==================== pipeline_ctrl
==> pipeline_ctrl/gate_families.png <==
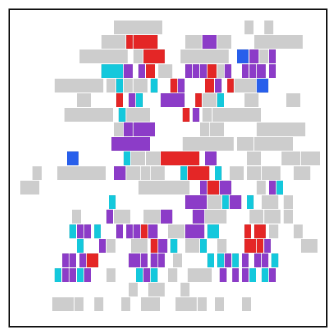
==> pipeline_ctrl/met3.png <==
Bar = 20 µm.
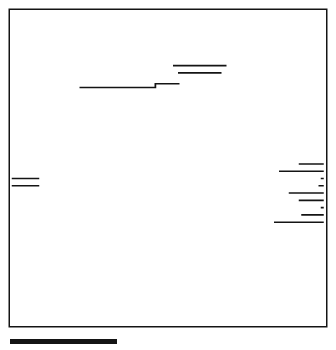
`config.mk`:
```
export PLATFORM = sky130hd
export DESIGN_NAME = pipeline_ctrl
export DESIGN_NICKNAME = d
export VERILOG_FILES = /design/src/rtl/pipeline_ctrl.sv
export SDC_FILE = /design/constraint.sdc
export NUM_CORES = 1
export LEC_CHECK = 0
export ABC_AREA = 1
export CAP_MARGIN = 15
export CORE_UTILIZATION = 30
export DETAILED_ROUTE_END_ITERATION = 8
export SYNTH_ARGS = -nofsm -noshare
export SYNTH_HDL_FRONTEND = slang
export SYNTH_SLANG_ARGS = --single-unit
```
`constraint.sdc`:
```
create_clock -name clk -period 1.8 [get_ports clk]
set_input_delay 0.45 -clock clk [delete_from_list [all_inputs] [get_ports clk]]
set_output_delay 0.45 -clock clk [all_outputs]
set_load 0.005 [all_outputs]
```
`src/rtl/pipeline_ctrl.sv`:
```
// Hazard and sequencing controller for the 5-stage pipeline: load-use stalls, branch squash,
// data-memory wait with timeout. Optional perf counters under `PIPE_PERF_CNT_EN`.
module pipeline_ctrl #(
  parameter int REG_AW      = 5,
  parameter int MEM_TIMEOUT = 16
) (
  input  logic              clk,
  input  logic              rst_n,
  input  logic [REG_AW-1:0] if_id_rs,
  input  logic [REG_AW-1:0] if_id_rt,
  input  logic              if_id_uses_rt,
  input  logic              id_ex_mem_read,
  input  logic [REG_AW-1:0] id_ex_rt,
  input  logic              branch_taken_EX,
  input  logic              mem_req_MEM,
  input  logic              mem_ready,
  output logic              pc_en,
  output logic              if_id_en,
  output logic              id_ex_en,
  output logic              ex_mem_en,
  output logic              mem_wb_en,
  output logic              if_id_flush,
  output logic              id_ex_flush,
  output logic              mem_wb_flush,
  output logic              bus_err,
  output logic [1:0]        state_dbg
`ifdef PIPE_PERF_CNT_EN
  ,
  output logic [31:0]       stall_cycles,
  output logic [31:0]       flush_count
`endif
);

  typedef enum logic [1:0] {
    RUN      = 2'd0,
    MEM_WAIT = 2'd1,
    ERROR    = 2'd2
  } state_t;

  localparam logic [7:0] TIMEOUT = 8'(MEM_TIMEOUT);

  state_t     state;
  logic [7:0] wcnt;
  logic       load_use;
  logic       mem_stall;

  assign state_dbg = state;

  // Handshake: mem_req_MEM && mem_ready retires the access in that same cycle; mem_ready alone is ignored.
  always_comb begin
    load_use  = id_ex_mem_read && (id_ex_rt != '0) &&
                ((id_ex_rt == if_id_rs) || (if_id_uses_rt && (id_ex_rt == if_id_rt)));
    mem_stall = mem_req_MEM && !mem_ready;

    pc_en        = 1'b1;
    if_id_en     = 1'b1;
    id_ex_en     = 1'b1;
    ex_mem_en    = 1'b1;
    mem_wb_en    = 1'b1;
    if_id_flush  = 1'b0;
    id_ex_flush  = 1'b0;
    mem_wb_flush = 1'b0;

    if (!rst_n) begin
      pc_en        = 1'b0;
      if_id_en     = 1'b0;
      id_ex_en     = 1'b0;
      ex_mem_en    = 1'b0;
      mem_wb_en    = 1'b0;
      if_id_flush  = 1'b1;
      id_ex_flush  = 1'b1;
      mem_wb_flush = 1'b1;
    end else begin
      case (state)
        RUN: begin
          if (mem_stall) begin
            pc_en        = 1'b0;
            if_id_en     = 1'b0;
            id_ex_en     = 1'b0;
            ex_mem_en    = 1'b0;
            mem_wb_flush = 1'b1;
          end else if (branch_taken_EX) begin
            // The squashed ID instruction makes any simultaneous load-use moot.
            if_id_flush = 1'b1;
            id_ex_flush = 1'b1;
          end else if (load_use) begin
            pc_en       = 1'b0;
            if_id_en    = 1'b0;
            id_ex_flush = 1'b1;
          end
        end
        MEM_WAIT: begin
          if (!mem_ready) begin
            pc_en        = 1'b0;
            if_id_en     = 1'b0;
            id_ex_en     = 1'b0;
            ex_mem_en    = 1'b0;
            mem_wb_flush = 1'b1;
          end
        end
        ERROR: begin
          pc_en        = 1'b0;
          if_id_flush  = 1'b1;
          id_ex_flush  = 1'b1;
          mem_wb_flush = 1'b1;
        end
        default: ;
      endcase
    end
  end

  always_ff @(posedge clk or negedge rst_n) begin
    if (!rst_n) begin
      state   <= RUN;
      wcnt    <= 8'd0;
      bus_err <= 1'b0;
    end else begin
      case (state)
        RUN: begin
          if (mem_stall) begin
            state <= MEM_WAIT;
            wcnt  <= 8'd1;
          end
        end
        MEM_WAIT: begin
          if (mem_ready) begin
            state <= RUN;
          end else if (wcnt == TIMEOUT) begin
            state   <= ERROR;
            bus_err <= 1'b1;
          end else begin
            wcnt <= wcnt + 8'd1;
          end
        end
        ERROR:   bus_err <= 1'b1;
        default: state <= RUN;
      endcase
    end
  end

`ifdef PIPE_PERF_CNT_EN
  logic squash;
  logic stalled;

  assign squash  = (state == RUN) && !mem_stall && branch_taken_EX;
  assign stalled = !pc_en && ((state == RUN) || (state == MEM_WAIT));

  always_ff @(posedge clk or negedge rst_n) begin
    if (!rst_n) begin
      stall_cycles <= 32'd0;
      flush_count  <= 32'd0;
    end else begin
      if (stalled && (stall_cycles != 32'hFFFF_FFFF)) stall_cycles <= stall_cycles + 32'd1;
      if (squash && (flush_count != 32'hFFFF_FFFF)) flush_count <= flush_count + 32'd1;
    end
  end
`endif

endmodule

```
==> run_results.csv <==
group,metric,value,unit
run_status,status,"complete, but fails checks",
run_status,violations,"negative setup slack",
synth,ys_sh_adder,0.0257,
global_route,grt_antenna_before_repair,0,
final_layout,top_register,"wcnt",
final_timing,fmax,537,MHz
critical_path,rr_endpoint,"wcnt[3]$_DFFE_PN0P_",
final_timing,finalSetupViolations,4,
synth,ys_sh_xor,0.0180,
job,warning_count,29,
synth,ys_cells,147,
final_layout,logic_gates,105,
floorplan,core_area,3080,µm²
route,top_layer,"met3",
clock_tree,numCtsBuffers,3,
final_timing,hold_violations,0,
final_layout,clock_area_frac,0.0182,
final_timing,finalWorstSetupSlack,-0.0625,ns
final_layout,largest_register_ffs,8,
About pipeline_ctrl/gate_families.png:
- NOR gates: red (cells 21)
- NAND gates: purple (cells 60)
- AND and OR gates: blue (cells 3)
- inverters: cyan (cells 29)

About pipeline_ctrl/met3.png:
- wire length on this layer: 83.2 µm
- nets with wire on the layer: 13
- main direction: horizontal


==================== noise_channel
## src/rtl/noise_channel_pkg.sv

```systemverilog
// Shared sound package: divisor table, output step derivation, LFSR defaults
// and envelope/length field widths used by the noise and pulse channels.
package noise_channel_pkg;

    localparam int unsigned LFSR_W_DEF    = 15;
    localparam int unsigned SHORT_TAP_DEF = 6;

    localparam int unsigned VOL_W      = 4;
    localparam int unsigned ENV_PER_W  = 3;
    localparam int unsigned LEN_LOAD_W = 6;
    localparam int unsigned LEN_CNT_W  = 7;   // holds 1..64

    localparam logic [VOL_W-1:0] VOL_MAX = '1;

    // Frequency divisor for codes 0..7.
    function automatic logic [6:0] divisor(input logic [2:0] code);
        logic [6:0] d;
        case (code)
            3'd0:    d = 7'd8;
            3'd1:    d = 7'd16;
            3'd2:    d = 7'd32;
            3'd3:    d = 7'd48;
            3'd4:    d = 7'd64;
            3'd5:    d = 7'd80;
            3'd6:    d = 7'd96;
            3'd7:    d = 7'd112;
            default: d = 7'd8;
        endcase
        return d;
    endfunction

    // Per-volume-step magnitude: ((2^(W-1) - 1) / 15) >> 2.
    function automatic int unsigned calc_step(input int unsigned sample_w);
        longint unsigned full;
        full = (64'd1 << (sample_w - 1)) - 64'd1;
        return 32'((full / 64'd15) >> 2);
    endfunction

endpackage

```

## src/rtl/sound_envelope.sv

```systemverilog
// Volume envelope: step timer plus saturating 4-bit volume counter.
// Ports: i_clk, i_rst_n (async active-low), i_tick (pre-qualified envelope
// strobe), i_trigger (reload), i_init, i_dir (1 = up), i_period (0 = frozen),
// o_volume.
module sound_envelope
    import noise_channel_pkg::*;
(
    input  logic                 i_clk,
    input  logic                 i_rst_n,
    input  logic                 i_tick,
    input  logic                 i_trigger,
    input  logic [VOL_W-1:0]     i_init,
    input  logic                 i_dir,
    input  logic [ENV_PER_W-1:0] i_period,
    output logic [VOL_W-1:0]     o_volume
);

    logic [ENV_PER_W-1:0] r_cnt;
    logic [VOL_W-1:0]     r_volume;

    always_ff @(posedge i_clk or negedge i_rst_n) begin
        if (!i_rst_n) begin
            r_cnt    <= '0;
            r_volume <= '0;
        end else if (i_trigger) begin
            r_cnt    <= i_period;
            r_volume <= i_init;
        end else if (i_tick && (i_period != '0)) begin
            // A count of 0 (loaded while frozen) expires like 1.
            if (r_cnt <= ENV_PER_W'(1)) begin
                r_cnt <= i_period;
                if (i_dir && (r_volume != VOL_MAX))
                    r_volume <= r_volume + VOL_W'(1);
                else if (!i_dir && (r_volume != '0))
                    r_volume <= r_volume - VOL_W'(1);
            end else begin
                r_cnt <= r_cnt - ENV_PER_W'(1);
            end
        end
    end

    assign o_volume = r_volume;

endmodule

```

## src/rtl/noise_channel.sv

```systemverilog
// Noise voice (channel 4): LFSR with 15/7-bit feedback, programmable
// frequency divider, volume envelope and length counter, producing a signed
// sample on each mixer strobe.
// Inputs: clock/reset, timer/length/envelope/sample strobes, trigger and the
// register-file fields. Outputs: O_SAMPLE (signed), O_ACTIVE (enabled).
module noise_channel
    import noise_channel_pkg::*;
#(
    parameter int unsigned SAMPLE_W  = 20,
    parameter int unsigned LFSR_W    = LFSR_W_DEF,
    parameter int unsigned SHORT_TAP = SHORT_TAP_DEF,
    parameter int unsigned DIV_W     = 20
) (
    input  logic                  I_BITCLK,
    input  logic                  I_RESET_N,
    input  logic                  I_TIMER_TICK,
    input  logic                  I_LEN_TICK,
    input  logic                  I_ENV_TICK,
    input  logic                  I_STROBE,
    input  logic                  I_TRIGGER,
    input  logic [2:0]            I_DIV_CODE,
    input  logic [3:0]            I_SHIFT,
    input  logic                  I_WIDTH_MODE,
    input  logic [3:0]            I_ENV_INIT,
    input  logic                  I_ENV_DIR,
    input  logic [2:0]            I_ENV_PERIOD,
    input  logic [5:0]            I_LEN_LOAD,
    input  logic                  I_LEN_EN,
    output logic [SAMPLE_W-1:0]   O_SAMPLE,
    output logic                  O_ACTIVE
);

    localparam logic [SAMPLE_W-1:0] STEP       = SAMPLE_W'(calc_step(SAMPLE_W));
    localparam logic [3:0]          SHIFT_HOLD = 4'd14;

    logic [LFSR_W-1:0]    r_lfsr;
    logic [DIV_W-1:0]     r_freq_cnt;
    logic [LEN_CNT_W-1:0] r_len_cnt;
    logic                 r_active;
    logic [SAMPLE_W-1:0]  r_sample;

    logic                 w_dac_on;
    logic                 w_trig;
    logic                 w_run;
    logic                 w_fb;
    logic [LFSR_W-1:0]    w_lfsr_next;
    logic [DIV_W-1:0]     w_period;
    logic                 w_freq_step;
    logic                 w_len_step;
    logic [VOL_W-1:0]     w_volume;
    logic [SAMPLE_W-1:0]  w_mag;

    assign w_dac_on = (I_ENV_INIT != 4'd0) || I_ENV_DIR;
    assign w_trig   = I_TRIGGER && w_dac_on;
    // Ticks only act on a running channel with no trigger or DAC-off pending.
    assign w_run    = r_active && w_dac_on && !I_TRIGGER;

    assign w_period    = DIV_W'(divisor(I_DIV_CODE)) << I_SHIFT;
    assign w_freq_step = w_run && I_TIMER_TICK && (I_SHIFT < SHIFT_HOLD);
    assign w_len_step  = w_run && I_LEN_TICK && I_LEN_EN;

    assign w_fb = r_lfsr[0] ^ r_lfsr[1];
    always_comb begin
        w_lfsr_next = {w_fb, r_lfsr[LFSR_W-1:1]};
        if (I_WIDTH_MODE)
            w_lfsr_next[SHORT_TAP] = w_fb;
    end

    sound_envelope u_env (
        .i_clk     (I_BITCLK),
        .i_rst_n   (I_RESET_N),
        .i_tick    (I_ENV_TICK && w_run),
        .i_trigger (w_trig),
        .i_init    (I_ENV_INIT),
        .i_dir     (I_ENV_DIR),
        .i_period  (I_ENV_PERIOD),
        .o_volume  (w_volume)
    );

    assign w_mag = STEP * SAMPLE_W'(w_volume);

    always_ff @(posedge I_BITCLK or negedge I_RESET_N) begin
        if (!I_RESET_N) begin
            r_lfsr     <= '1;
            r_freq_cnt <= '0;
            r_len_cnt  <= '0;
            r_active   <= 1'b0;
            r_sample   <= '0;
        end else begin
            // Sample is taken from pre-edge state regardless of other updates.
            if (I_STROBE)
                r_sample <= !r_active ? '0 : (r_lfsr[0] ? w_mag : -w_mag);

            if (w_trig) begin
                r_active   <= 1'b1;
                r_lfsr     <= '1;
                r_freq_cnt <= w_period;
                r_len_cnt  <= LEN_CNT_W'(64) - LEN_CNT_W'(I_LEN_LOAD);
            end else if (!w_dac_on) begin
                r_active <= 1'b0;
            end else begin
                if (w_freq_step) begin
                    if (r_freq_cnt <= DIV_W'(1)) begin
                        r_freq_cnt <= w_period;
                        r_lfsr     <= w_lfsr_next;
                    end else begin
                        r_freq_cnt <= r_freq_cnt - DIV_W'(1);
                    end
                end
                if (w_len_step) begin
                    if (r_len_cnt <= LEN_CNT_W'(1)) begin
                        r_len_cnt <= '0;
                        r_active  <= 1'b0;
                    end else begin
                        r_len_cnt <= r_len_cnt - LEN_CNT_W'(1);
                    end
                end
            end
        end
    end

    assign O_SAMPLE = r_sample;
    assign O_ACTIVE = r_active;

endmodule

```

## config.mk

```make
export PLATFORM = sky130hd
export DESIGN_NAME = noise_channel
export DESIGN_NICKNAME = d
export VERILOG_FILES = /design/src/rtl/noise_channel_pkg.sv /design/src/rtl/sound_envelope.sv /design/src/rtl/noise_channel.sv
export SDC_FILE = /design/constraint.sdc
export NUM_CORES = 1
export LEC_CHECK = 0
export CAP_MARGIN = 20
export CORE_UTILIZATION = 55
export CTS_CLUSTER_DIAMETER = 100
export CTS_CLUSTER_SIZE = 10
export DETAILED_ROUTE_END_ITERATION = 16
export PLACE_DENSITY = 0.86
export SYNTH_ARGS = -nofsm -noshare
export SYNTH_HDL_FRONTEND = slang
export SYNTH_HIERARCHICAL = 1
export SYNTH_SLANG_ARGS = --single-unit
```

## constraint.sdc

```tcl
create_clock -name I_BITCLK -period 5.4 [get_ports I_BITCLK]
set_input_delay 1.08 -clock I_BITCLK [delete_from_list [all_inputs] [get_ports I_BITCLK]]
set_output_delay 1.08 -clock I_BITCLK [all_outputs]
set_load 0.02 [all_outputs]
```

==> noise_channel/met3.png <==
Bar = 20 µm.
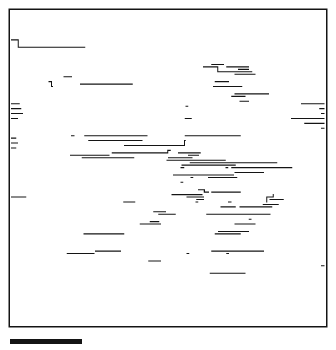
- share of all routed wire: 5.5%
- longest straight run: 23.9 µm
- main direction: horizontal

==> noise_channel/final_congestion.png <==
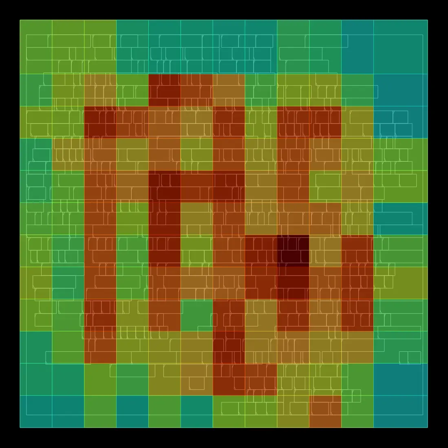
met3 Resource Use GR: 0.0531
GRT Resource Usage Total: 0.265
Most Used Layer, Global Route: met2
WL/cell: 16.3 µm
fin util: 0.673

==> run_results.csv <==
group,metric,value,unit
run_status,status,"complete, no violations",
critical_path,reg2reg_depth,5,
critical_path,end_kind,"flip-flop",
final_timing,worst_pin_slew,0.779,ns
floorplan,tap_cells,96,
synth,ys_seq_frac,0.378,
critical_path,path_delay_family,"AND-OR/OR-AND gates",
hold_path,hold_path_class,"flip-flop to flip-flop",
synth,netlist_area,4020,µm²
critical_path,r2r_slack,2.12,ns
final_timing,drv_slew,0,
critical_path,critical_path_depth,7,
synth,yosysTopAreaCell,"dfrtp_1",
critical_path,max_stage_delay,0.69,ns
route,wl_met2,4.80,mm
final_layout,seq_area,1520,µm²
synth,yosysWarnings,6,
clock_tree,cts_tree,"built",
clock_tree,numCtsBuffers,9,
final_timing,max_slew_margin,0.481,
final_layout,inverters_excl_clock,33,
job,warning_count,29,

==================== reorder_buffer
==> reorder_buffer/met2.png <==
Cells faint in the background.
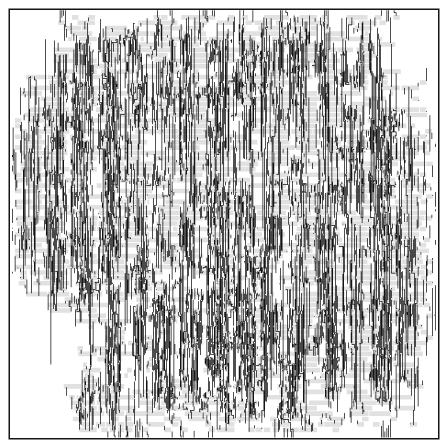
==> reorder_buffer/registers.png <==
Other sequential cells in the stronger grey, the rest of the logic in the fainter grey.
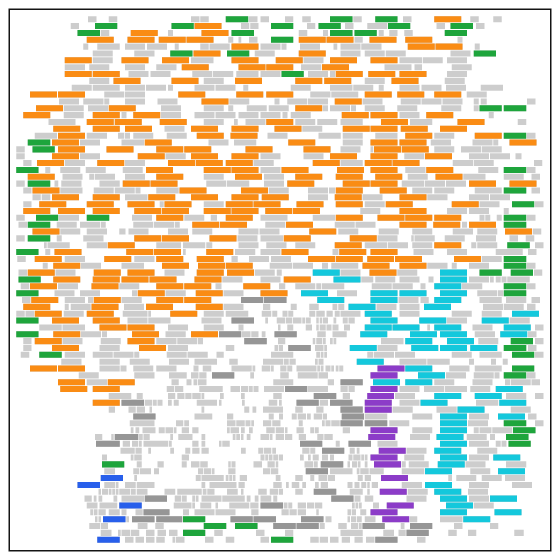
## src/rtl/reorder_buffer.sv

```systemverilog
// reorder_buffer: circular in-order completion buffer.
// Dispatch allocates entries at the tail, execution marks them done out of order,
// and up to RETIRE_WIDTH done entries leave from the head each cycle as register
// file write packets {value, dest, wr_en}.
// Optional feature: define ROB_FLUSH_EN to add a synchronous flush input that
// empties the buffer and overrides that cycle's alloc, completion and retirement.
module reorder_buffer #(
  parameter int DEPTH        = 16,
  parameter int RETIRE_WIDTH = 3
) (
  input  logic                               clk,
  input  logic                               rst_n,
`ifdef ROB_FLUSH_EN
  input  logic                               flush,
`endif
  input  logic                               alloc_valid,
  input  logic [3:0]                         alloc_dest,
  input  logic                               alloc_has_dest,
  output logic                               alloc_ready,
  output logic [$clog2(DEPTH)-1:0]           alloc_tag,
  input  logic                               cmpl_valid,
  input  logic [$clog2(DEPTH)-1:0]           cmpl_tag,
  input  logic [15:0]                        cmpl_value,
  output logic [20:0]                        retire_write_data [RETIRE_WIDTH],
  output logic [$clog2(RETIRE_WIDTH+1)-1:0]  retire_count,
  output logic [$clog2(DEPTH):0]             count,
  output logic                               empty,
  output logic                               full
);

  localparam int TAG_W = $clog2(DEPTH);
  localparam int CNT_W = TAG_W + 1;
  localparam int RC_W  = $clog2(RETIRE_WIDTH + 1);

  logic [TAG_W-1:0] head;
  logic [TAG_W-1:0] tail;
  logic [DEPTH-1:0] valid;
  logic [DEPTH-1:0] done;
  logic [DEPTH-1:0] has_dest_q;
  logic [3:0]       dest_q  [DEPTH];
  logic [15:0]      value_q [DEPTH];

  logic             flush_i;
  logic             alloc_fire;
  logic             cmpl_fire;
  logic [RC_W-1:0]  ret_n;
  logic [20:0]      ret_pkt [RETIRE_WIDTH];

`ifdef ROB_FLUSH_EN
  assign flush_i = flush;
`else
  assign flush_i = 1'b0;
`endif

  assign full        = (count == CNT_W'(DEPTH));
  assign empty       = (count == '0);
  assign alloc_ready = !full;
  assign alloc_tag   = tail;

  // Flush wins over everything; a completion to an unallocated slot is dropped.
  assign alloc_fire = alloc_valid && alloc_ready && !flush_i;
  assign cmpl_fire  = cmpl_valid && valid[cmpl_tag] && !flush_i;

  // Count the contiguous run of valid&done entries starting at head and build their packets.
  always_comb begin
    logic             stop;
    logic [TAG_W-1:0] idx;
    stop  = 1'b0;
    idx   = '0;
    ret_n = '0;
    for (int j = 0; j < RETIRE_WIDTH; j++) begin
      idx        = head + TAG_W'(j);
      ret_pkt[j] = {value_q[idx], dest_q[idx], has_dest_q[idx]};
      if (!stop && valid[idx] && done[idx] && (CNT_W'(j) < count))
        ret_n = RC_W'(j + 1);
      else
        stop = 1'b1;
    end
  end

  // Pointer, occupancy, per-entry status and registered retirement outputs.
  always_ff @(posedge clk or negedge rst_n) begin
    if (!rst_n) begin
      head         <= '0;
      tail         <= '0;
      count        <= '0;
      valid        <= '0;
      done         <= '0;
      retire_count <= '0;
      for (int j = 0; j < RETIRE_WIDTH; j++)
        retire_write_data[j] <= '0;
    end else if (flush_i) begin
      head         <= '0;
      tail         <= '0;
      count        <= '0;
      valid        <= '0;
      done         <= '0;
      retire_count <= '0;
      for (int j = 0; j < RETIRE_WIDTH; j++)
        retire_write_data[j] <= '0;
    end else begin
      if (cmpl_fire)
        done[cmpl_tag] <= 1'b1;
      // Retired slots are released after the completion update so they end up clean.
      for (int j = 0; j < RETIRE_WIDTH; j++) begin
        if (RC_W'(j) < ret_n) begin
          valid[head + TAG_W'(j)] <= 1'b0;
          done[head + TAG_W'(j)]  <= 1'b0;
        end
        retire_write_data[j] <= (RC_W'(j) < ret_n) ? ret_pkt[j] : '0;
      end
      // Tail slot is never one being retired: it is free whenever alloc can fire.
      if (alloc_fire) begin
        valid[tail] <= 1'b1;
        done[tail]  <= 1'b0;
      end
      retire_count <= ret_n;
      head         <= head + TAG_W'(ret_n);
      tail         <= tail + TAG_W'(alloc_fire);
      count        <= count + CNT_W'(alloc_fire) - CNT_W'(ret_n);
    end
  end

  // Payload storage; contents only matter while the matching valid bit is set.
  always_ff @(posedge clk) begin
    if (alloc_fire) begin
      dest_q[tail]     <= alloc_dest;
      has_dest_q[tail] <= alloc_has_dest;
    end
    if (cmpl_fire)
      value_q[cmpl_tag] <= cmpl_value;
  end

endmodule

```

## config.mk

```make
export PLATFORM = sky130hd
export DESIGN_NAME = reorder_buffer
export DESIGN_NICKNAME = d
export VERILOG_FILES = /design/src/rtl/reorder_buffer.sv
export SDC_FILE = /design/constraint.sdc
export NUM_CORES = 1
export LEC_CHECK = 0
export CAP_MARGIN = 20
export CORE_MARGIN = 2
export CORE_UTILIZATION = 53
export DETAILED_ROUTE_END_ITERATION = 8
export PLACE_DENSITY = 0.7
export SKIP_CTS_REPAIR_TIMING = 1
export SLEW_MARGIN = 25
export SYNTH_ARGS = -nofsm -noshare
export SYNTH_HDL_FRONTEND = slang
export SYNTH_SLANG_ARGS = --single-unit
```

## constraint.sdc

```tcl
create_clock -name clk -period 5.7 [get_ports clk]
set_clock_uncertainty 0.05 [all_clocks]
set_input_delay 1.425 -clock clk [delete_from_list [all_inputs] [get_ports clk]]
set_output_delay 1.425 -clock clk [all_outputs]
set_load 0.02 [all_outputs]
```

==> run_results.csv <==
group,metric,value,unit
run_status,status,"complete, no violations",
critical_path,r2r_slack,1.08,ns
power_and_ir_drop,internal-power,9.82,mW
synth,edf_count,336,
global_route,first_global_vias,14200,
route,ant_nets,0,
final_timing,hold_violations,0,
route,wl_met3,5.04,mm
floorplan,die_area,46000,µm²
power_and_ir_drop,swShare,0.360,
global_route,met1_usage,0.394,
synth,yosysWarnings,0,
power_and_ir_drop,vdd_drop_max,0.436,mV
final_timing,rsz0062_at_grt,"false",
final_layout,dominant_cells,"registers",
route,vias,14100,
critical_path,timing.rr.start,"head[0]$_DFF_PN0_",
final_layout,n_fill_cell,3146,
final_layout,final_common_cell,"edfxtp_1",
route,drc,0,
critical_path,startpoint,"head[0]$_DFF_PN0_",
hold_path,hold_path_class,"flip-flop to flip-flop",
global_route,grt_start_max_net_pins,145,
final_layout,comb_area_frac,0.375,
final_timing,hold-worst-slack,0.538,ns
final_timing,fmax,216,MHz
## Picture notes: reorder_buffer/met2.png
- longest straight run: 79.0 µm
- main direction: vertical
- wire length on this layer: 30.7 mm
- share of all routed wire: 49%

## Picture notes: reorder_buffer/registers.png
- dest_q: cyan (placed flops 64)
- retire_write_data: green (placed flops 63; where all over the die)
- has_dest_q: purple (placed flops 16)
- count: blue (placed flops 5; where lower left)
- value_q: orange (placed flops 256)


Power figures rest on the tool's default switching activity, not on a simulated workload.
